######## design 1 ########
design_1/m1.png
(6 px per µm) Supply wires on this layer in gray.
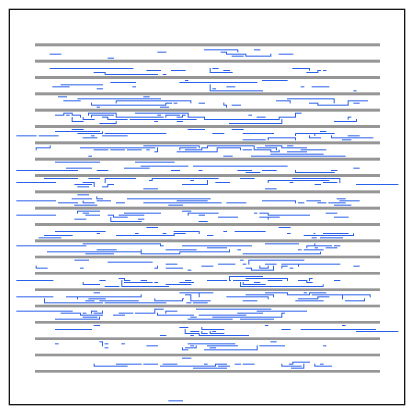

**config.mk**
```make
export PLATFORM = sky130hd
export DESIGN_NAME = regfile_write_sched
export DESIGN_NICKNAME = d
export VERILOG_FILES = /design/src/rtl/regfile_write_sched.sv
export SDC_FILE = /design/constraint.sdc
export NUM_CORES = 1
export LEC_CHECK = 0
export CAP_MARGIN = 20
export CORE_MARGIN = 4
export CORE_UTILIZATION = 37
export DETAILED_ROUTE_END_ITERATION = 16
export GPL_TIMING_DRIVEN = 0
export PLACE_DENSITY = 0.74
export SYNTH_ARGS = -nofsm -noshare
export SYNTH_HDL_FRONTEND = slang
export SYNTH_SLANG_ARGS = --single-unit
```
**constraint.sdc**
```tcl
create_clock -name clk -period 1.17 [get_ports clk]
set_clock_uncertainty 0.2 [all_clocks]
set_input_delay 0.234 -clock clk [delete_from_list [all_inputs] [get_ports clk]]
set_output_delay 0.234 -clock clk [all_outputs]
set_load 0.02 [all_outputs]
```
**src/rtl/regfile_write_sched.sv**
```systemverilog
// Write-port scheduler and destination scoreboard for the register file.
// Round-robin shares the single write port between ALU and load/IO writeback.
module regfile_write_sched #(
    parameter int DATA_W = 8,
    parameter int ADDR_W = 2
) (
    input  logic                     clk,
    input  logic                     reset,
    input  logic                     issue_valid,
    input  logic [ADDR_W-1:0]        issue_rd,
    output logic                     issue_ready,
    input  logic                     wb0_valid,
    input  logic [ADDR_W-1:0]        wb0_rd,
    input  logic [DATA_W-1:0]        wb0_data,
    output logic                     wb0_ready,
    input  logic                     wb1_valid,
    input  logic [ADDR_W-1:0]        wb1_rd,
    input  logic [DATA_W-1:0]        wb1_data,
    output logic                     wb1_ready,
    output logic                     rf_we,
    output logic [ADDR_W-1:0]        rf_rd,
    output logic [DATA_W-1:0]        rf_wdata,
    output logic [(1<<ADDR_W)-1:0]   busy,
    output logic [7:0]               write_count
);

    localparam int NREG = 1 << ADDR_W;

    logic                rf_we_q, rf_we_d;
    logic [ADDR_W-1:0]   rf_rd_q, rf_rd_d;
    logic [DATA_W-1:0]   rf_wdata_q, rf_wdata_d;
    logic [NREG-1:0]     busy_q, busy_d;
    logic [7:0]          cnt_q, cnt_d;
    logic                last_q, last_d;
    logic                gnt0, gnt1;

    // Contention goes to whichever port did not win last time.
    assign gnt0 = wb0_valid && (!wb1_valid || last_q);
    assign gnt1 = wb1_valid && (!wb0_valid || !last_q);

    assign wb0_ready   = gnt0;
    assign wb1_ready   = gnt1;
    assign issue_ready = !busy_q[issue_rd];

    always_comb begin
        rf_we_d    = gnt0 || gnt1;
        rf_rd_d    = rf_rd_q;
        rf_wdata_d = rf_wdata_q;
        last_d     = last_q;
        unique case (1'b1)
            gnt0: begin
                rf_rd_d    = wb0_rd;
                rf_wdata_d = wb0_data;
                last_d     = 1'b0;
            end
            gnt1: begin
                rf_rd_d    = wb1_rd;
                rf_wdata_d = wb1_data;
                last_d     = 1'b1;
            end
            default: ;
        endcase
    end

    // Clear before set so a same-edge reservation of the written reg wins.
    always_comb begin
        busy_d = busy_q;
        cnt_d  = cnt_q;
        if (rf_we_q) begin
            busy_d[rf_rd_q] = 1'b0;
            cnt_d           = cnt_q + 8'd1;
        end
        if (issue_valid && issue_ready) begin
            busy_d[issue_rd] = 1'b1;
        end
    end

    always_ff @(posedge clk or posedge reset) begin
        if (reset) begin
            rf_we_q    <= 1'b0;
            rf_rd_q    <= '0;
            rf_wdata_q <= '0;
            busy_q     <= '0;
            cnt_q      <= '0;
            last_q     <= 1'b1;
        end else begin
            rf_we_q    <= rf_we_d;
            rf_rd_q    <= rf_rd_d;
            rf_wdata_q <= rf_wdata_d;
            busy_q     <= busy_d;
            cnt_q      <= cnt_d;
            last_q     <= last_d;
        end
    end

    assign rf_we       = rf_we_q;
    assign rf_rd       = rf_rd_q;
    assign rf_wdata    = rf_wdata_q;
    assign busy        = busy_q;
    assign write_count = cnt_q;

endmodule

```
######## design 2 ########
## src/rtl/seq_addr_counter_pkg.sv

```systemverilog
// Shared definitions for the sequence-game address counter: FSM encoding,
// default widths and counting-direction constants.
package seq_pkg;

    typedef enum logic [1:0] {
        ST_IDLE = 2'd0,
        ST_RUN  = 2'd1,
        ST_DONE = 2'd2
    } state_e;

    localparam int DEF_ADDR_W  = 4;
    localparam int DEF_DWELL_W = 8;

    localparam logic DIR_UP   = 1'b0;
    localparam logic DIR_DOWN = 1'b1;

endpackage : seq_pkg

```

## src/rtl/seq_addr_counter_if.sv

```systemverilog
// Control/status bundle between the game FSM (master) and the address
// counter (slave); the counter's address output feeds the sequence ROM.
interface seq_addr_counter_if #(
    parameter int ADDR_W  = 4,
    parameter int DWELL_W = 8
) ();

    logic               start;
    logic               E;
    logic               dir;
    logic [ADDR_W-1:0]  limit;
    logic [DWELL_W-1:0] dwell;
    logic [ADDR_W-1:0]  SEQFPGA;
    logic               valid;
    logic               step;
    logic               tc;

    modport master (
        output start, E, dir, limit, dwell,
        input  SEQFPGA, valid, step, tc
    );

    modport slave (
        input  start, E, dir, limit, dwell,
        output SEQFPGA, valid, step, tc
    );

endinterface : seq_addr_counter_if

```

## src/rtl/seq_addr_counter_dwell_timer.sv

```systemverilog
// Down-counter that sets how many cycles each address is held; the zero
// flag tells the address FSM that the current dwell has expired.
module dwell_timer #(
    parameter int DWELL_W = 8
) (
    input  logic               clk,
    input  logic               rst_n,
    input  logic               load,
    input  logic [DWELL_W-1:0] load_val,
    input  logic               en,
    output logic               zero
);

    logic [DWELL_W-1:0] cnt_q;
    logic [DWELL_W-1:0] cnt_d;

    // NOTE: every always_comb output gets a default first so no latch is inferred.
    always_comb begin
        cnt_d = cnt_q;
        if (load) begin
            cnt_d = load_val;
        end else if (en && (cnt_q != '0)) begin
            cnt_d = cnt_q - DWELL_W'(1);
        end
    end

    // NOTE: sequential state uses non-blocking assignments only.
    always_ff @(posedge clk or negedge rst_n) begin
        if (!rst_n) begin
            cnt_q <= '0;
        end else begin
            cnt_q <= cnt_d;
        end
    end

    assign zero = (cnt_q == '0);

endmodule : dwell_timer

```

## src/rtl/seq_addr_counter.sv

```systemverilog
// Round-address generator: walks 0..limit or limit..0, holding each address
// for a programmable dwell, with pause, stop-at-end or auto-wrap.
module seq_addr_counter
    import seq_pkg::*;
#(
    parameter int ADDR_W    = DEF_ADDR_W,
    parameter int DWELL_W   = DEF_DWELL_W,
    parameter bit WRAP_MODE = 1'b0
) (
    input  logic clk,
    input  logic R,
    seq_addr_counter_if.slave bus
);

    state_e             state_q, state_d;
    logic [ADDR_W-1:0]  addr_q,  addr_d;
    logic [ADDR_W-1:0]  lim_q,   lim_d;
    logic               dir_q,   dir_d;
    logic [DWELL_W-1:0] dw_q,    dw_d;
    logic               valid_q, valid_d;
    logic               step_q,  step_d;
    logic               tc_q,    tc_d;

    logic               tmr_load;
    logic               tmr_en;
    logic [DWELL_W-1:0] tmr_load_val;
    logic               tmr_zero;

    logic [DWELL_W-1:0] dw_eff;
    logic [ADDR_W-1:0]  start_addr;
    logic [ADDR_W-1:0]  end_addr;

    // A zero dwell would make the timer meaningless; treat it as one cycle.
    assign dw_eff     = (bus.dwell == '0) ? DWELL_W'(1) : bus.dwell;
    assign start_addr = (dir_q == DIR_DOWN) ? lim_q : '0;
    assign end_addr   = (dir_q == DIR_UP)   ? lim_q : '0;

    dwell_timer #(
        .DWELL_W (DWELL_W)
    ) u_dwell_timer (
        .clk      (clk),
        .rst_n    (R),
        .load     (tmr_load),
        .load_val (tmr_load_val),
        .en       (tmr_en),
        .zero     (tmr_zero)
    );

    always_comb begin
        state_d      = state_q;
        addr_d       = addr_q;
        lim_d        = lim_q;
        dir_d        = dir_q;
        dw_d         = dw_q;
        valid_d      = valid_q;
        step_d       = 1'b0;
        tc_d         = tc_q;
        tmr_load     = 1'b0;
        tmr_en       = 1'b0;
        tmr_load_val = dw_q - DWELL_W'(1);

        unique case (state_q)
            ST_IDLE, ST_DONE: begin
                if (bus.start) begin
                    lim_d        = bus.limit;
                    dir_d        = bus.dir;
                    dw_d         = dw_eff;
                    addr_d       = (bus.dir == DIR_DOWN) ? bus.limit : '0;
                    tmr_load     = 1'b1;
                    tmr_load_val = dw_eff - DWELL_W'(1);
                    step_d       = 1'b1;
                    valid_d      = 1'b1;
                    tc_d         = 1'b0;
                    state_d      = ST_RUN;
                end
            end
            ST_RUN: begin
                tc_d = 1'b0;
                if (bus.E) begin
                    if (!tmr_zero) begin
                        tmr_en = 1'b1;
                    end else if (addr_q != end_addr) begin
                        // End is compared before stepping, so no wrap arithmetic occurs.
                        addr_d   = (dir_q == DIR_DOWN) ? addr_q - ADDR_W'(1)
                                                       : addr_q + ADDR_W'(1);
                        tmr_load = 1'b1;
                        step_d   = 1'b1;
                    end else if (WRAP_MODE) begin
                        addr_d   = start_addr;
                        tmr_load = 1'b1;
                        step_d   = 1'b1;
                        tc_d     = 1'b1;
                    end else begin
                        valid_d  = 1'b0;
                        tc_d     = 1'b1;
                        state_d  = ST_DONE;
                    end
                end
            end
            default: begin
                state_d = ST_IDLE;
                valid_d = 1'b0;
                tc_d    = 1'b0;
            end
        endcase
    end

    always_ff @(posedge clk or negedge R) begin
        if (!R) begin
            state_q <= ST_IDLE;
            addr_q  <= '0;
            lim_q   <= '0;
            dir_q   <= DIR_UP;
            dw_q    <= '0;
            valid_q <= 1'b0;
            step_q  <= 1'b0;
            tc_q    <= 1'b0;
        end else begin
            state_q <= state_d;
            addr_q  <= addr_d;
            lim_q   <= lim_d;
            dir_q   <= dir_d;
            dw_q    <= dw_d;
            valid_q <= valid_d;
            step_q  <= step_d;
            tc_q    <= tc_d;
        end
    end

    assign bus.SEQFPGA = addr_q;
    assign bus.valid   = valid_q;
    assign bus.step    = step_q;
    assign bus.tc      = tc_q;

endmodule : seq_addr_counter

```

## src/flat_wrapper.sv

```systemverilog
// flat-port wrapper written by rule: the top's interface ports become plain ports
module seq_addr_counter_flat import seq_pkg::*;
#(
    parameter int ADDR_W    = DEF_ADDR_W,
    parameter int DWELL_W   = DEF_DWELL_W,
    parameter bit WRAP_MODE = 1'b0
)
  (clk, R, bus_start, bus_E, bus_dir, bus_limit, bus_dwell, bus_SEQFPGA, bus_valid, bus_step, bus_tc);
  seq_addr_counter_if #(.ADDR_W(ADDR_W), .DWELL_W(DWELL_W)) bus_i ();
  input  logic clk;
  input  logic R;
  input wire logic [$bits(bus_i.start)-1:0] bus_start;
  input wire logic [$bits(bus_i.E)-1:0] bus_E;
  input wire logic [$bits(bus_i.dir)-1:0] bus_dir;
  input wire logic [$bits(bus_i.limit)-1:0] bus_limit;
  input wire logic [$bits(bus_i.dwell)-1:0] bus_dwell;
  output wire logic [$bits(bus_i.SEQFPGA)-1:0] bus_SEQFPGA;
  output wire logic [$bits(bus_i.valid)-1:0] bus_valid;
  output wire logic [$bits(bus_i.step)-1:0] bus_step;
  output wire logic [$bits(bus_i.tc)-1:0] bus_tc;
  assign bus_i.start = bus_start;
  assign bus_i.E = bus_E;
  assign bus_i.dir = bus_dir;
  assign bus_i.limit = bus_limit;
  assign bus_i.dwell = bus_dwell;
  assign bus_SEQFPGA = bus_i.SEQFPGA;
  assign bus_valid = bus_i.valid;
  assign bus_step = bus_i.step;
  assign bus_tc = bus_i.tc;
  seq_addr_counter #(.ADDR_W(ADDR_W), .DWELL_W(DWELL_W), .WRAP_MODE(WRAP_MODE)) u_core (.clk(clk), .R(R), .bus(bus_i));
endmodule
```

## config.mk

```make
export PLATFORM = sky130hd
export DESIGN_NAME = seq_addr_counter_flat
export DESIGN_NICKNAME = d
export VERILOG_FILES = /design/src/rtl/seq_addr_counter_pkg.sv /design/src/rtl/seq_addr_counter_if.sv /design/src/rtl/seq_addr_counter_dwell_timer.sv /design/src/rtl/seq_addr_counter.sv /design/src/flat_wrapper.sv
export SDC_FILE = /design/constraint.sdc
export NUM_CORES = 1
export LEC_CHECK = 0
export CAP_MARGIN = 20
export CORE_MARGIN = 2
export CORE_UTILIZATION = 45
export CTS_CLUSTER_SIZE = 20
export DETAILED_ROUTE_END_ITERATION = 8
export HOLD_SLACK_MARGIN = 0.05
export PLACE_DENSITY = 0.67
export SLEW_MARGIN = 15
export SYNTH_ARGS = -nofsm -noshare
export SYNTH_HDL_FRONTEND = slang
export SYNTH_HIERARCHICAL = 1
export SYNTH_SLANG_ARGS = --single-unit
```

## constraint.sdc

```tcl
create_clock -name clk -period 4.8 [get_ports clk]
set_input_delay 0.48 -clock clk [delete_from_list [all_inputs] [get_ports clk]]
set_output_delay 0.48 -clock clk [all_outputs]
set_load 0.01 [all_outputs]
```

######## design 3 ########
--- config.mk ---
export PLATFORM = sky130hd
export DESIGN_NAME = l2req_arbiter_n_flat
export DESIGN_NICKNAME = d
export VERILOG_FILES = /design/src/rtl/l2req_arbiter_n_pkg.sv /design/src/rtl/l2req_arbiter_n_if.sv /design/src/rtl/l2req_arbiter_n_rr_arbiter.sv /design/src/rtl/l2req_arbiter_n.sv /design/src/flat_wrapper.sv
export SDC_FILE = /design/constraint.sdc
export NUM_CORES = 1
export LEC_CHECK = 0
export CAP_MARGIN = 30
export CORE_MARGIN = 2
export CORE_UTILIZATION = 36
export CTS_CLUSTER_SIZE = 16
export DETAILED_ROUTE_END_ITERATION = 8
export PLACE_DENSITY = 0.83
export SYNTH_ARGS = -nofsm -noshare
export SYNTH_HDL_FRONTEND = slang
export SYNTH_HIERARCHICAL = 1
export SYNTH_SLANG_ARGS = --single-unit
--- constraint.sdc ---
create_clock -name clk -period 3 [get_ports clk]
set_input_delay 0.45 -clock clk [delete_from_list [all_inputs] [get_ports clk]]
set_output_delay 0.45 -clock clk [all_outputs]
set_load 0.03 [all_outputs]
--- src/rtl/l2req_arbiter_n_pkg.sv ---
// rtl/l2req_arbiter_n_pkg.sv - shared L2 request packet type and arbiter helpers
package l2req_arbiter_n_pkg;

    localparam int L2_ADDR_W = 32;
    localparam int L2_TAG_W  = 6;

    typedef enum logic [1:0] {
        L2_CMD_READ     = 2'd0,
        L2_CMD_WRITE    = 2'd1,
        L2_CMD_PREFETCH = 2'd2,
        L2_CMD_FLUSH    = 2'd3
    } l2req_cmd_e;

    typedef struct packed {
        logic                 valid;
        l2req_cmd_e           cmd;
        logic [L2_TAG_W-1:0]  tag;
        logic [L2_ADDR_W-1:0] addr;
    } l2req_packet_t;

    // A single requester still needs a one-bit pointer so the arbiter ports stay legal.
    function automatic int ptr_width(input int n);
        return (n > 1) ? $clog2(n) : 1;
    endfunction

endpackage

--- src/rtl/l2req_arbiter_n_if.sv ---
// rtl/l2req_arbiter_n_if.sv - requester-side and L2-side handshake bundle
interface l2req_arbiter_n_if #(
    parameter int NUM_REQUESTERS = 3
) ();
    import l2req_arbiter_n_pkg::*;

    l2req_packet_t [NUM_REQUESTERS-1:0] req_packet;
    logic          [NUM_REQUESTERS-1:0] req_ready;
    logic                               l2req_ready;
    l2req_packet_t                      l2req_packet;

    modport slave (
        input  req_packet,
        input  l2req_ready,
        output req_ready,
        output l2req_packet
    );

    modport master (
        output req_packet,
        output l2req_ready,
        input  req_ready,
        input  l2req_packet
    );
endinterface

--- src/rtl/l2req_arbiter_n_rr_arbiter.sv ---
// rtl/l2req_arbiter_n_rr_arbiter.sv - one-hot winner select, fixed or rotating priority
module rr_arbiter #(
    parameter int N  = 3,
    parameter int PW = 2
) (
    input  logic [N-1:0]  req_i,
    input  logic [PW-1:0] ptr_i,
    input  logic          mode_i,
    output logic [N-1:0]  grant_o
);
    logic [PW-1:0]  eff_ptr;
    logic [2*N-1:0] req2;
    logic [N-1:0]   rot;
    logic [N-1:0]   pick;
    logic [2*N-1:0] pick2;

    // Rotate so the pointer position becomes bit 0, take the lowest set bit, rotate back.
    assign eff_ptr = mode_i ? ptr_i : '0;
    assign req2    = {req_i, req_i};
    assign rot     = N'(req2 >> eff_ptr);

    always_comb begin
        pick = '0;
        for (int k = N - 1; k >= 0; k--) begin
            if (rot[k]) begin
                pick    = '0;
                pick[k] = 1'b1;
            end
        end
    end

    assign pick2   = {{N{1'b0}}, pick} << eff_ptr;
    assign grant_o = pick2[N-1:0] | pick2[2*N-1:N];

endmodule

--- src/rtl/l2req_arbiter_n.sv ---
// rtl/l2req_arbiter_n.sv - N-source arbiter feeding a single registered L2 request slot
module l2req_arbiter_n
    import l2req_arbiter_n_pkg::*;
#(
    parameter int NUM_REQUESTERS = 3,
    parameter int ARB_MODE       = 1
) (
    input  logic              clk,
    input  logic              reset,
    l2req_arbiter_n_if.slave  bus,
    output logic              pc_event_arb_conflict
);
    localparam int PW = ptr_width(NUM_REQUESTERS);

    logic [NUM_REQUESTERS-1:0] req_valid;
    logic [NUM_REQUESTERS-1:0] req_masked;
    logic [NUM_REQUESTERS-1:0] grant;
    logic [PW-1:0]             ptr_q, ptr_d, grant_idx;
    l2req_packet_t             out_q, out_d, sel_pkt;
    logic                      load;
    logic                      any_grant;

    always_comb begin
        req_valid = '0;
        for (int i = 0; i < NUM_REQUESTERS; i++) begin
            req_valid[i] = bus.req_packet[i].valid;
        end
    end

    // The slot can take a new packet when empty or when L2 drains it this cycle.
    assign load       = !out_q.valid || bus.l2req_ready;
    assign req_masked = (load && !reset) ? req_valid : '0;

    rr_arbiter #(
        .N  (NUM_REQUESTERS),
        .PW (PW)
    ) u_rr_arbiter (
        .req_i   (req_masked),
        .ptr_i   (ptr_q),
        .mode_i  (ARB_MODE == 1),
        .grant_o (grant)
    );

    assign any_grant = |grant;

    always_comb begin
        sel_pkt   = '0;
        grant_idx = '0;
        for (int i = 0; i < NUM_REQUESTERS; i++) begin
            if (grant[i]) begin
                sel_pkt   = bus.req_packet[i];
                grant_idx = PW'(i);
            end
        end
    end

    always_comb begin
        out_d = out_q;
        if (load) begin
            out_d = any_grant ? sel_pkt : '0;
        end
        ptr_d = ptr_q;
        if (any_grant) begin
            ptr_d = (grant_idx == PW'(NUM_REQUESTERS - 1)) ? '0 : grant_idx + PW'(1);
        end
    end

    always_ff @(posedge clk or posedge reset) begin
        if (reset) begin
            out_q <= '0;
        end else begin
            out_q <= out_d;
        end
    end

    generate
        if (ARB_MODE == 1) begin : g_rr_ptr
            always_ff @(posedge clk or posedge reset) begin
                if (reset) begin
                    ptr_q <= '0;
                end else begin
                    ptr_q <= ptr_d;
                end
            end
        end else begin : g_fixed_ptr
            assign ptr_q = '0;
        end
    endgenerate

    assign bus.req_ready         = grant;
    assign bus.l2req_packet      = out_q;
    assign pc_event_arb_conflict = any_grant && ($countones(req_valid) > 1);

endmodule

--- src/flat_wrapper.sv ---
// flat-port wrapper written by rule: the top's interface ports become plain ports
module l2req_arbiter_n_flat import l2req_arbiter_n_pkg::*;
#(
    parameter int NUM_REQUESTERS = 3,
    parameter int ARB_MODE       = 1
)
  (clk, reset, pc_event_arb_conflict, bus_req_packet, bus_l2req_ready, bus_req_ready, bus_l2req_packet);
  l2req_arbiter_n_if #(.NUM_REQUESTERS(NUM_REQUESTERS)) bus_i ();
  input  logic clk;
  input  logic reset;
  output logic pc_event_arb_conflict;
  input wire logic [$bits(bus_i.req_packet)-1:0] bus_req_packet;
  input wire logic [$bits(bus_i.l2req_ready)-1:0] bus_l2req_ready;
  output wire logic [$bits(bus_i.req_ready)-1:0] bus_req_ready;
  output wire logic [$bits(bus_i.l2req_packet)-1:0] bus_l2req_packet;
  assign bus_i.req_packet = bus_req_packet;
  assign bus_i.l2req_ready = bus_l2req_ready;
  assign bus_req_ready = bus_i.req_ready;
  assign bus_l2req_packet = bus_i.l2req_packet;
  l2req_arbiter_n #(.NUM_REQUESTERS(NUM_REQUESTERS), .ARB_MODE(ARB_MODE)) u_core (.clk(clk), .reset(reset), .bus(bus_i), .pc_event_arb_conflict(pc_event_arb_conflict));
endmodule
######## design 4 ########
File: src/rtl/uart_pkg.sv
// ----------------------------------------------------------------------------
// uart_pkg
// Shared definitions for the UART transmit and receive blocks:
//   - uart_state_t : frame FSM states (IDLE, START, DATA, STOP, WAIT)
//   - UART_FREQ_DEFAULT / UART_BAUD_DEFAULT : default clock and line rates
//   - majority3   : 2-of-3 vote used by the optional oversampled decisions
// No ports (package).
// ----------------------------------------------------------------------------
package uart_pkg;

    localparam int UART_FREQ_DEFAULT = 12000000;
    localparam int UART_BAUD_DEFAULT = 9600;

    typedef enum logic [2:0] {
        ST_IDLE  = 3'd0,
        ST_START = 3'd1,
        ST_DATA  = 3'd2,
        ST_STOP  = 3'd3,
        ST_WAIT  = 3'd4
    } uart_state_t;

    function automatic logic majority3(input logic a, input logic b, input logic c);
        return (a & b) | (a & c) | (b & c);
    endfunction

endpackage

File: src/rtl/sync2.sv
// ----------------------------------------------------------------------------
// sync2
// Two-flop synchronizer for a single asynchronous input bit.
// Parameters:
//   RST_VAL : value both flops take while reset is asserted
// Ports:
//   clk   in  1  destination clock
//   rst_n in  1  asynchronous active-low reset
//   i_d   in  1  asynchronous input
//   o_q   out 1  synchronized output (two clk edges of latency)
// ----------------------------------------------------------------------------
module sync2 #(
    parameter logic RST_VAL = 1'b1
) (
    input  logic clk,
    input  logic rst_n,
    input  logic i_d,
    output logic o_q
);

    logic r_meta;
    logic r_q;

    always_ff @(posedge clk or negedge rst_n) begin
        if (!rst_n) begin
            r_meta <= RST_VAL;
            r_q    <= RST_VAL;
        end else begin
            r_meta <= i_d;
            r_q    <= r_meta;
        end
    end

    assign o_q = r_q;

endmodule

File: src/rtl/receive.sv
// ----------------------------------------------------------------------------
// receive
// 8N1 UART receiver (idle high, LSB first) with a one-byte output holding
// register and stb/rdy handshake.
// Parameters:
//   FREQ : clock frequency in Hz
//   BAUD : line rate in bits/s  (PERIOD = FREQ/BAUD clocks per bit, >= 8)
// Ports:
//   clk   in  1  clock, all state updates on rising edge
//   rst_n in  1  asynchronous active-low reset
//   rxd   in  1  asynchronous serial line
//   rdy   in  1  consumer ready; byte taken on any cycle with stb && rdy
//   stb   out 1  dat holds an untaken byte
//   dat   out 8  received byte, stable while stb is high
//   frm   out 1  one-cycle pulse on a framing error (stop bit low)
//   ovr   out 1  one-cycle pulse when a byte completes while one is pending
// Build option:
//   RECEIVE_MAJORITY_EN : each bit decision is the 2-of-3 vote of the
//   synchronized line around the nominal sample point, taken one clock late.
// ----------------------------------------------------------------------------
module receive
    import uart_pkg::*;
#(
    parameter int FREQ = UART_FREQ_DEFAULT,
    parameter int BAUD = UART_BAUD_DEFAULT
) (
    input  logic       clk,
    input  logic       rst_n,
    input  logic       rxd,
    input  logic       rdy,
    output logic       stb,
    output logic [7:0] dat,
    output logic       frm,
    output logic       ovr
);

    localparam int PERIOD = FREQ / BAUD;
    localparam int HALF   = PERIOD / 2;
    localparam int CW     = $clog2(PERIOD);

    localparam logic [CW-1:0] CNT_LAST = CW'(PERIOD - 1);

    // With voting, the start decision moves one clock later. Because every
    // later decision is measured a whole PERIOD from the start decision, the
    // data and stop decisions inherit the same one-clock delay, which puts
    // the nominal sample in the middle of the three-sample window.
`ifdef RECEIVE_MAJORITY_EN
    localparam logic [CW-1:0] CNT_START = CW'(HALF);
`else
    localparam logic [CW-1:0] CNT_START = CW'(HALF - 1);
`endif

    if (PERIOD < 8) begin : g_period_check
        $error("receive: FREQ/BAUD must be at least 8");
    end

    // ------------------------------------------------------------------
    // Line synchronizer and bit decision
    // ------------------------------------------------------------------
    logic w_rs;
    logic w_bit;

    sync2 #(
        .RST_VAL (1'b1)
    ) u_sync (
        .clk   (clk),
        .rst_n (rst_n),
        .i_d   (rxd),
        .o_q   (w_rs)
    );

`ifdef RECEIVE_MAJORITY_EN
    logic r_rs_d1;
    logic r_rs_d2;

    always_ff @(posedge clk or negedge rst_n) begin
        if (!rst_n) begin
            r_rs_d1 <= 1'b1;
            r_rs_d2 <= 1'b1;
        end else begin
            r_rs_d1 <= w_rs;
            r_rs_d2 <= r_rs_d1;
        end
    end

    assign w_bit = majority3(w_rs, r_rs_d1, r_rs_d2);
`else
    assign w_bit = w_rs;
`endif

    // ------------------------------------------------------------------
    // Frame FSM
    // ------------------------------------------------------------------
    uart_state_t   r_state;
    uart_state_t   w_state_next;
    logic [CW-1:0] r_cnt;
    logic [CW-1:0] w_cnt_next;
    logic [2:0]    r_idx;
    logic [2:0]    w_idx_next;
    logic [7:0]    r_shift;
    logic [7:0]    w_shift_next;
    logic          w_done;
    logic          w_ferr;

    always_ff @(posedge clk or negedge rst_n) begin
        if (!rst_n) begin
            r_state <= ST_IDLE;
            r_cnt   <= '0;
            r_idx   <= '0;
            r_shift <= '0;
        end else begin
            r_state <= w_state_next;
            r_cnt   <= w_cnt_next;
            r_idx   <= w_idx_next;
            r_shift <= w_shift_next;
        end
    end

    always_comb begin
        w_state_next = r_state;
        w_cnt_next   = r_cnt + CW'(1);
        w_idx_next   = r_idx;
        w_shift_next = r_shift;
        w_done       = 1'b0;
        w_ferr       = 1'b0;

        case (r_state)
            ST_IDLE: begin
                w_cnt_next = '0;
                if (!w_rs) begin
                    w_state_next = ST_START;
                end
            end

            ST_START: begin
                if (r_cnt == CNT_START) begin
                    w_cnt_next   = '0;
                    // A line that is high again by mid start bit was noise.
                    w_state_next = w_bit ? ST_IDLE : ST_DATA;
                end
            end

            ST_DATA: begin
                if (r_cnt == CNT_LAST) begin
                    w_cnt_next            = '0;
                    w_shift_next[r_idx]   = w_bit;
                    w_idx_next            = r_idx + 3'd1;   // wraps to 0 after bit 7
                    if (r_idx == 3'd7) begin
                        w_state_next = ST_STOP;
                    end
                end
            end

            ST_STOP: begin
                if (r_cnt == CNT_LAST) begin
                    w_cnt_next = '0;
                    if (w_bit) begin
                        w_done       = 1'b1;
                        w_state_next = ST_IDLE;
                    end else begin
                        w_ferr       = 1'b1;
                        w_state_next = ST_WAIT;
                    end
                end
            end

            ST_WAIT: begin
                // Hold off until the line idles so a stuck-low line (break)
                // does not produce a stream of bogus frames.
                w_cnt_next = '0;
                if (w_rs) begin
                    w_state_next = ST_IDLE;
                end
            end

            default: begin
                w_state_next = ST_IDLE;
                w_cnt_next   = '0;
                w_idx_next   = '0;
            end
        endcase
    end

    // ------------------------------------------------------------------
    // Output holding register and handshake
    // ------------------------------------------------------------------
    logic       r_stb;
    logic [7:0] r_dat;
    logic       r_frm;
    logic       r_ovr;

    always_ff @(posedge clk or negedge rst_n) begin
        if (!rst_n) begin
            r_stb <= 1'b0;
            r_dat <= 8'h00;
            r_frm <= 1'b0;
            r_ovr <= 1'b0;
        end else begin
            r_frm <= w_ferr;
            r_ovr <= 1'b0;
            if (w_done) begin
                // A byte taken this cycle frees the register for the new one.
                if (!r_stb || rdy) begin
                    r_dat <= r_shift;
                    r_stb <= 1'b1;
                end else begin
                    r_ovr <= 1'b1;
                end
            end else if (r_stb && rdy) begin
                r_stb <= 1'b0;
            end
        end
    end

    assign stb = r_stb;
    assign dat = r_dat;
    assign frm = r_frm;
    assign ovr = r_ovr;

endmodule

File: config.mk
export PLATFORM = sky130hd
export DESIGN_NAME = receive
export DESIGN_NICKNAME = d
export VERILOG_FILES = /design/src/rtl/uart_pkg.sv /design/src/rtl/sync2.sv /design/src/rtl/receive.sv
export SDC_FILE = /design/constraint.sdc
export NUM_CORES = 1
export LEC_CHECK = 0
export CAP_MARGIN = 10
export CORE_ASPECT_RATIO = 0.6
export CORE_UTILIZATION = 55
export DETAILED_ROUTE_END_ITERATION = 10
export PLACE_DENSITY = 0.83
export SLEW_MARGIN = 15
export SYNTH_ARGS = -nofsm -noshare
export SYNTH_HDL_FRONTEND = slang
export SYNTH_SLANG_ARGS = --single-unit
File: constraint.sdc
create_clock -name clk -period 3.68 [get_ports clk]
set_clock_uncertainty 0.05 [all_clocks]
set_input_delay 0.92 -clock clk [delete_from_list [all_inputs] [get_ports clk]]
set_output_delay 0.92 -clock clk [all_outputs]
set_load 0.005 [all_outputs]

## Gallery

Signal wires on met2.
panel A
(3 px per µm) Cells faint in the background.
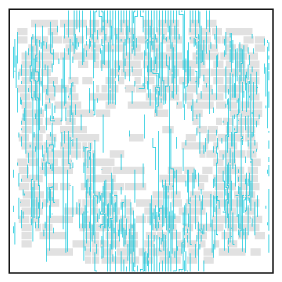
panel B
(4 px per µm) Cells faint in the background.
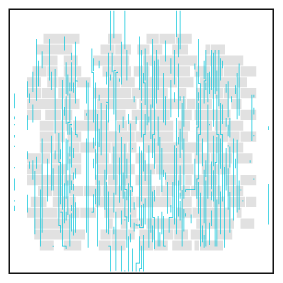
panel C
(4 px per µm) Cells faint in the background.
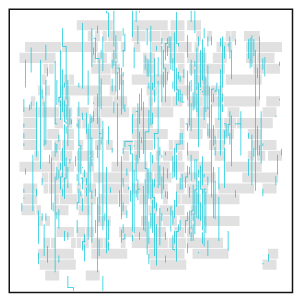
panel D
(4 px per µm) Cells faint in the background.
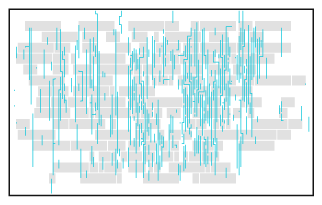
Panel A is design 3.
Panel C is design 2.
Panel D is design 4.
Panel B is design 1.
The one with the smallest die is panel D.
The one with the largest die is panel A.

design_2/pinout.png
(6 px per µm) Pins as bars across the die edge, other pins in gray.
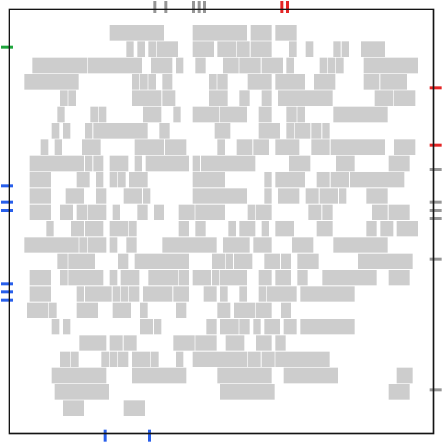
| port | color | pins | direction | edge |
|---|---|---|---|---|
| bus_SEQFPGA | red | 4 | output | 2 right, 2 top |
| clk | green | 1 | input | left |
| bus_dwell | blue | 8 | input | 6 left, 2 bottom |
all pins by edge: 8 right, 7 top, 7 left, 2 bottom
port bufs: 23
Die H: 70.45 µm
chip width: 70.45 µm

==> results.ini, design 2 <==
[status]
status = completed

[pwr]
p_seq_mw = 0.512
power-top-group = combinational cells
design_power_total_mw = 1.410
p_sw_frac = 0.4095
ir_drop_uv = 253.7

[worst_hold_path]
holdPathStages = 2

[logic_synthesis]
ys_warn_count = 6
top_area_frac = 0.3778
synthXorXnorAreaFrac = 0.06171
ys_async_sr_fraction = 1.000
ys_top_cells_by_count = nand2_1, dfrtp_1, nor2_1

[global_route]
grt_overflow = 0
grt_pass1_wl_um = 7645
grtUsageMet1 = 0.2640
busiest_layer = met2
antenna_found_initial = 0

[floorplan]
initCoreUtil = 0.4627
dieArea_um2 = 4963
tap_cells = 52

[place]
dpl.cell_count = 296
place_ws_ps = 1756
globalplace.congestion = 0.8734

[clocking]
cts_setup_buffers = 0
cts-resized-gates = 0
clk_path_buf_depth = 2

[route]
routedWlPerCell_um = 14.85
dr.pass1.iters = 4
num_vias = 1717

[cells_and_area]
syn2layout_area_growth_pct = 19.14
clock_buffers = 8
signal_buffers = 25
final_nets = 275
layout_top_cells = nand2_1, dfrtp_1, clkdlybuf4s50_1, nor2_1, o21ai_0
drive_above_1_share = 0.08333

[critical_path]
critPathSlowestCell = or3b_2
worstRegToRegCells = 11
r2r-end = u_core/u_dwell_timer/cnt_q[7]$_DFFE_PN0P_

design 2: worst max-delay path by stage:
stage	start	end	slack, ps	cells after the start
floorplan	u_core/u_dwell_timer/cnt_q[0]$_DFFE_PN0P_	u_core/u_dwell_timer/cnt_q[7]$_DFFE_PN0P_	2120	11
global placement	u_core/u_dwell_timer/cnt_q[0]$_DFFE_PN0P_	u_core/u_dwell_timer/cnt_q[7]$_DFFE_PN0P_	1850	11
detailed placement	u_core/u_dwell_timer/cnt_q[0]$_DFFE_PN0P_	u_core/u_dwell_timer/cnt_q[7]$_DFFE_PN0P_	1760	11
CTS	u_core/u_dwell_timer/cnt_q[0]$_DFFE_PN0P_	u_core/u_dwell_timer/cnt_q[7]$_DFFE_PN0P_	1720	11
global route	u_core/u_dwell_timer/cnt_q[0]$_DFFE_PN0P_	u_core/u_dwell_timer/cnt_q[7]$_DFFE_PN0P_	1490	11
finish	u_core/u_dwell_timer/cnt_q[0]$_DFFE_PN0P_	u_core/u_dwell_timer/cnt_q[7]$_DFFE_PN0P_	1710	11
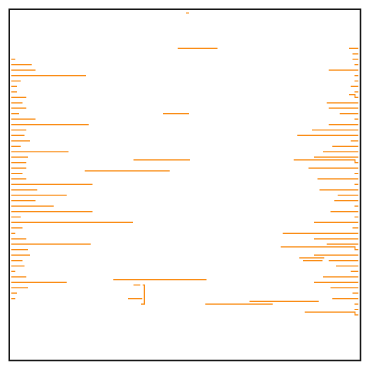
design_3/m3.png
(4 px per µm)
longest straight run: 30.1 µm
main direction: horizontal
wire length on this layer: 723 µm
share of all routed wire: 8.7%
global routing usage on met3: 0.05308
DRT Wirelength: 8336 µm

==> results.ini, design 3 <==
[floorplan]
coreArea_um2 = 6756
dieArea_um2 = 7648

[status]
status = completed

[final_timing]
rsz0062_at_grt = no
period_used_share = 0.9773
setup_viol = 0
tightest_slew_ps = 925.1

[place]
globalplace.congestion = 0.7855
place_area_um2 = 4255
port_buffers = 170

[cells_and_area]
bufAreaShareNonClock = 0.4052
syn2layout_area_growth_pct = 75.60
seqCellArea_um2 = 1076
final_nets = 514

[job]
warnings = 26

[critical_path]
critPathCaptureType = output port
worstSetupPathType = in -> out
worstRegToRegCells = 8
crit_fanout = 4
start_kind = input pin

[logic_synthesis]
ys_seq_frac = 0.4291
top_cells_by_area = dfrtp_1, a221o_1, a32o_1, nand2b_1, buf_2
ys.flop_type = dfrtp_1

[global_route]
grt_pass1_wl_um = 12290
busiest_layer = met2
grt_overflow = 0

[route]
wl_met3_um = 722
routed.top_layer = met4
dr_wl_met2_um = 4242

[pwr]
ir_drop_uv = 215.3

[clocking]
cts_buffers = 5

-- design 3: registers in the layout, summed over array words and instances, names as in the netlist --
name	count
u_core/bus.l2req_packet	41
u_core/ptr_q	2
-- design 3: power groups by stage --
| stage | clock network, mW | registers (mW) | logic (mW) |
|---|---|---|---|
| floorplan | 0 | 0.976 | 0.448 |
| global placement | 0 | 0.766 | 1.12 |
| detailed placement | 0 | 0.773 | 1.14 |
| CTS | 0.451 | 0.761 | 1.15 |
| global route | 0.482 | 0.776 | 1.24 |
| finish | 0.432 | 0.760 | 1.16 |
-- design 3: kinds of logic after synthesis --
family                   count (synthesis)  share of synthesized area
AND-OR/OR-AND                           90                     0.3493
adder cells (fa/ha/maj)                  1                   0.004989
buffers and inverters                   32                    0.07036
flip-flops                              43                     0.4291
other                                    1                   0.001496
AND/OR/NAND/NOR                         57                     0.1447
-- design 3: critical path, cell delays in order --
cell and delay [ps]:
clkdlybuf4s50_1 500, nor2b_4 50, nor2_1 140, and2_1 220
and4bb_1 240, a221o_2 420, nor3_4 230, nor2_2 60
buf_4 170
-- design 3: what timing repair did --
item,4_1_cts,5_1_grt
cloned,0,1
gates resized,1,2
setup endpoints to repair,1,41
buffers inserted,0,1
pin swaps,0,4
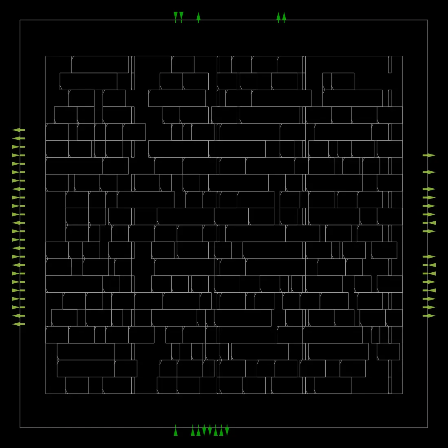
design_1/placed.png
# fillers: 210
Flops: 24
fin cells: 246
# Taps: 44
Post-Route Utilization: 0.7584

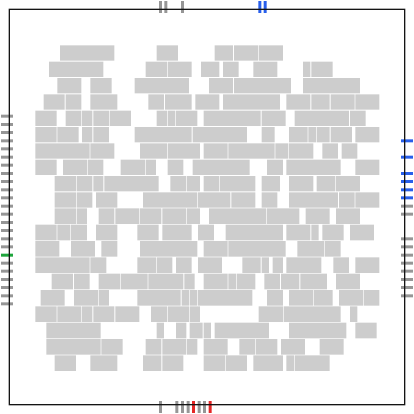
design_1/pinout.png
(6 px per µm) Pins as bars across the die edge, other pins in gray.
| port | color | pins | direction | edge |
|---|---|---|---|---|
| rf_rd | red | 2 | output | bottom |
| clk | green | 1 | input | left |
| write_count | blue | 8 | output | 6 right, 2 top |
all pins by edge: 24 left, 16 right, 8 bottom, 5 top
port bufs: 51
chip width: 65.66 µm
Die H: 65.66 µm

## Picture notes: design_1/m1.png
wire length on this layer: 1470 µm
nets with wire on the layer: 195
main direction: horizontal
Vias: 1215
met1 usage: 0.1991

==> results.ini, design 1 <==
[status]
violations = negative setup slack
status = finished with violations

[critical_path]
crit_start = issue_rd[0]
arrival_ps = 1400
critPathCaptureType = output port
path_cells = clkdlybuf4s50_1 > mux4_2 > inv_2 > buf_6
crit_fanout = 5
start_kind = input pin
crit_cells = 4
critical_path.top_delay_family = buffers and inverters
critPathSlowestCell = clkdlybuf4s50_1
cp_num_buf_inv = 3
rr_startpoint = last_q$_DFFE_PP1P_

[logic_synthesis]
synth_top_cell_by_count = dfrtp_1
synth.avg_cell_area_um2 = 10.98
ys.flop_type = dfrtp_1
synth_chip_area_um2 = 1230
ys_sh_adder = 0.01017
syn_area_um2 = 1230

[final_timing]
max_freq_mhz = 545.5
worst_slack_ps = -663.1
rsz0062_at_grt = yes
setup_viol = 46
setup_tns_ps = -9095

[job]
drv_cap = 0

[clocking]
cts.sinks = 24
clk_latency_ps = 310
cts_setup_buffers = 22
cts_buffers = 3
holdBufCountCts = 0
clk_path_buf_depth = 2

[worst_hold_path]
holdPathStages = 2

[cells_and_area]
seqCellArea_um2 = 615.6
comb_cells = 75
seq_share = 0.2595
clock_buffers = 4
combGateArea_um2 = 703.2

[pwr]
ir_drop_uv = 896.6

[global_route]
antenna_found_initial = 0

[route]
drtIter0Drc = 37

[place]
dp_hpwl_um = 2370
dpl.cell_count = 207

==> design 1: metal layers <==
layer,vias to the layer above,share of wire,track usage
met5,-,0,0
met3,6,0.072,0.05470
met4,0,0.011,0.05440
met2,44,0.55,0.3066
li1,584,-,-
met1,581,0.37,0.1991
==> design 1: registers in the layout, summed over array words and instances, names as in the netlist <==
name	flops
rf_wdata	8
write_count	8
rf_we	1
rf_rd	2
last_q	1
busy	4
==> design 1: logic make-up after synthesis <==
group / after synthesis
adder cells (fa/ha/maj): 1
XOR/XNOR: 7
buffers and inverters: 13
AND/OR/NAND/NOR: 27
multiplexers: 10
AND-OR/OR-AND: 30
flip-flops: 24
==> design 1: report_power, final <==
| part | leakage (nW) | switching [mW] | internal (mW) |
|---|---|---|---|
| logic | 0.773 | 1.16 | 1.53 |
| clock network | 0.0150 | 0.247 | 0.133 |
| registers | 0.271 | 0.191 | 1.11 |
| total | 1.06 | 1.60 | 2.78 |
==> design 1: worst register-to-register path, stage by stage, from the launching register on <==
cell,delay [ps]
dfstp_2,570
nand2b_4,160
buf_4,110
buf_6,80
buf_6,80
buf_6,90
nand3_2,80
a31oi_1,210
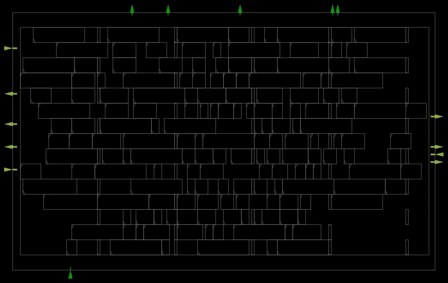
design_4/placed.png
row count: 15
Flops: 38
# fillers: 217
fin cells: 212
Post-Route Utilization: 0.6776

==> results.ini, design 4 <==
[critical_path]
worstSetupPathType = reg -> reg
crit_fanout = 9
worstRegToRegCells = 4

[floorplan]
tap_cells = 42
dieArea_um2 = 3490
dieHeight_um = 46.17
die_width_um = 75.61

[place]
dpl.cell_count = 204
place_area_um2 = 1931
globalplace.congestion = 0.8809

[cells_and_area]
antennaDiodeCount = 0
largest_cell_class = registers
layout_top_cell = dfrtp_1
n_all_inverters = 5
final_nets = 178
drive_above_1_share = 0.1706

[status]
status = completed

[pwr]
switching_power_mw = 0.1478
p_seq_mw = 0.422
p_sw_frac = 0.2050
p_per_area_nw_per_um2 = 356.6
p_leak_nw = 0.9337
combinationalPowerShare = 0.015
pg_clk_mw = 0.288

[logic_synthesis]
ys.flop_type = dfrtp_1
syn_area_um2 = 1788
top_area_frac = 0.5038

[final_timing]
tightest_slew_ps = 825.4
layout_min_cycle_time_ps = 2443
final_max_slew_viol_count = 0

[worst_hold_path]
hp-class = reg -> reg

[clocking]
ctsHtreeMaxLevel = 2
cts_setup_buffers = 0
clk_latency_ps = 290
clk_path_buf_depth = 2
cts-resized-gates = 0

[global_route]
antenna_found_initial = 0
grt_max_degree = 39

[route]
drt-vias-per-instance = 5.835
num_vias = 1237
drc = 0

[job]
warnings = 28

-- design 4: worst max-delay path, stage by stage (launching register included) --
cell and delay [ps]:
dfrtp_1 440, or3_1 490, nor4_2 770, nand4_1 250
mux2_2 340
-- design 4: sequential cells by signal, indices dropped and copies added, names as in the netlist --
name	count
u_sync.r_meta	1
frm	1
stb	1
r_idx	3
r_cnt	11
r_shift	8
ovr	1
r_state	3
dat	8
u_sync.o_q	1
-- design 4: per-layer routing --
metal | vias up | share of wire | wire length, µm | track usage
met1 | 605 | 0.49 | 1679 | 0.3245
met3 | 4 | 0.058 | 200 | 0.05908
met5 | - | 0 | 0 | 0
li1 | 586 | - | - | -
met4 | 0 | 0.0079 | 27 | 0.05556
met2 | 42 | 0.44 | 1522 | 0.3464
-- design 4: kinds of logic after synthesis --
| kind of cell | after synthesis | share of synthesized area |
|---|---|---|
| adder cells (fa/ha/maj) | 5 | 0.03499 |
| XOR/XNOR | 9 | 0.04409 |
| flip-flops | 38 | 0.5332 |
| AND/OR/NAND/NOR | 60 | 0.1868 |
| multiplexers | 16 | 0.1008 |
| buffers and inverters | 11 | 0.03568 |
| AND-OR/OR-AND | 15 | 0.06439 |


==> gallery <==
M1 wires.
picture 1
(6 px per µm) Supply wires on this layer in gray.
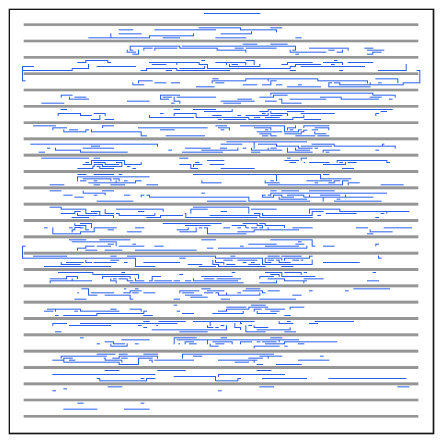
picture 2
(6 px per µm) Supply wires on this layer in gray.
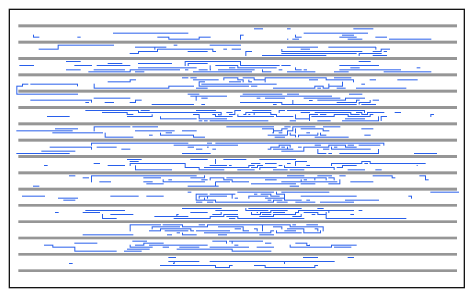
picture 3
(4 px per µm) Supply wires on this layer in gray.
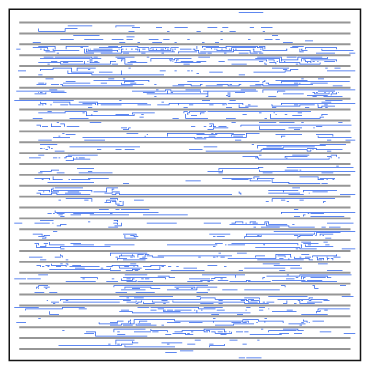
- largest die: picture 3
| picture | from |
|---|---|
| picture 2 | design 4 |
| picture 1 | design 2 |
| picture 3 | design 3 |

Key to picture 1:
wire length on this layer: 2190 µm
nets with wire on the layer: 241
main direction: horizontal
longest straight run: 21.2 µm
share of all routed wire: 49%


==> gallery <==
The metal 3 layer.
(6 px per µm)
Plate I
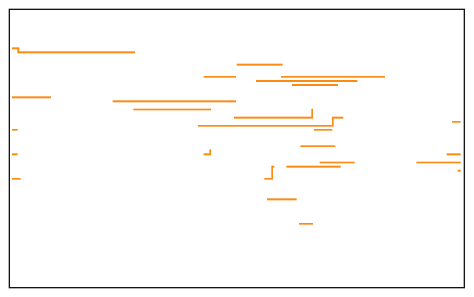
Plate II
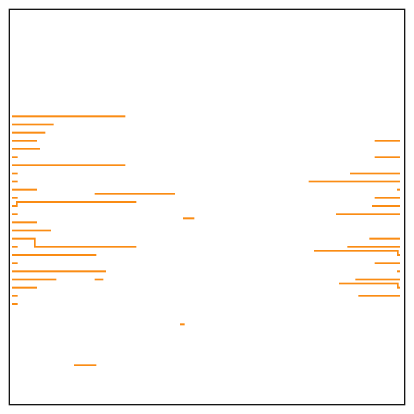
Plate III
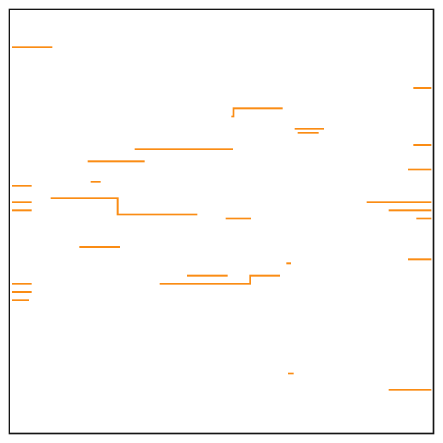
design 2 -> Plate III
design 1 -> Plate II
design 4 -> Plate I
The one with the smallest die is Plate I.
The one with the largest die is Plate III.

Key to Plate III:
longest straight run: 16.1 µm
main direction: horizontal
wire length on this layer: 173 µm
share of all routed wire: 3.8%
nets with wire on the layer: 22

Power and IR drop assume default switching activity.
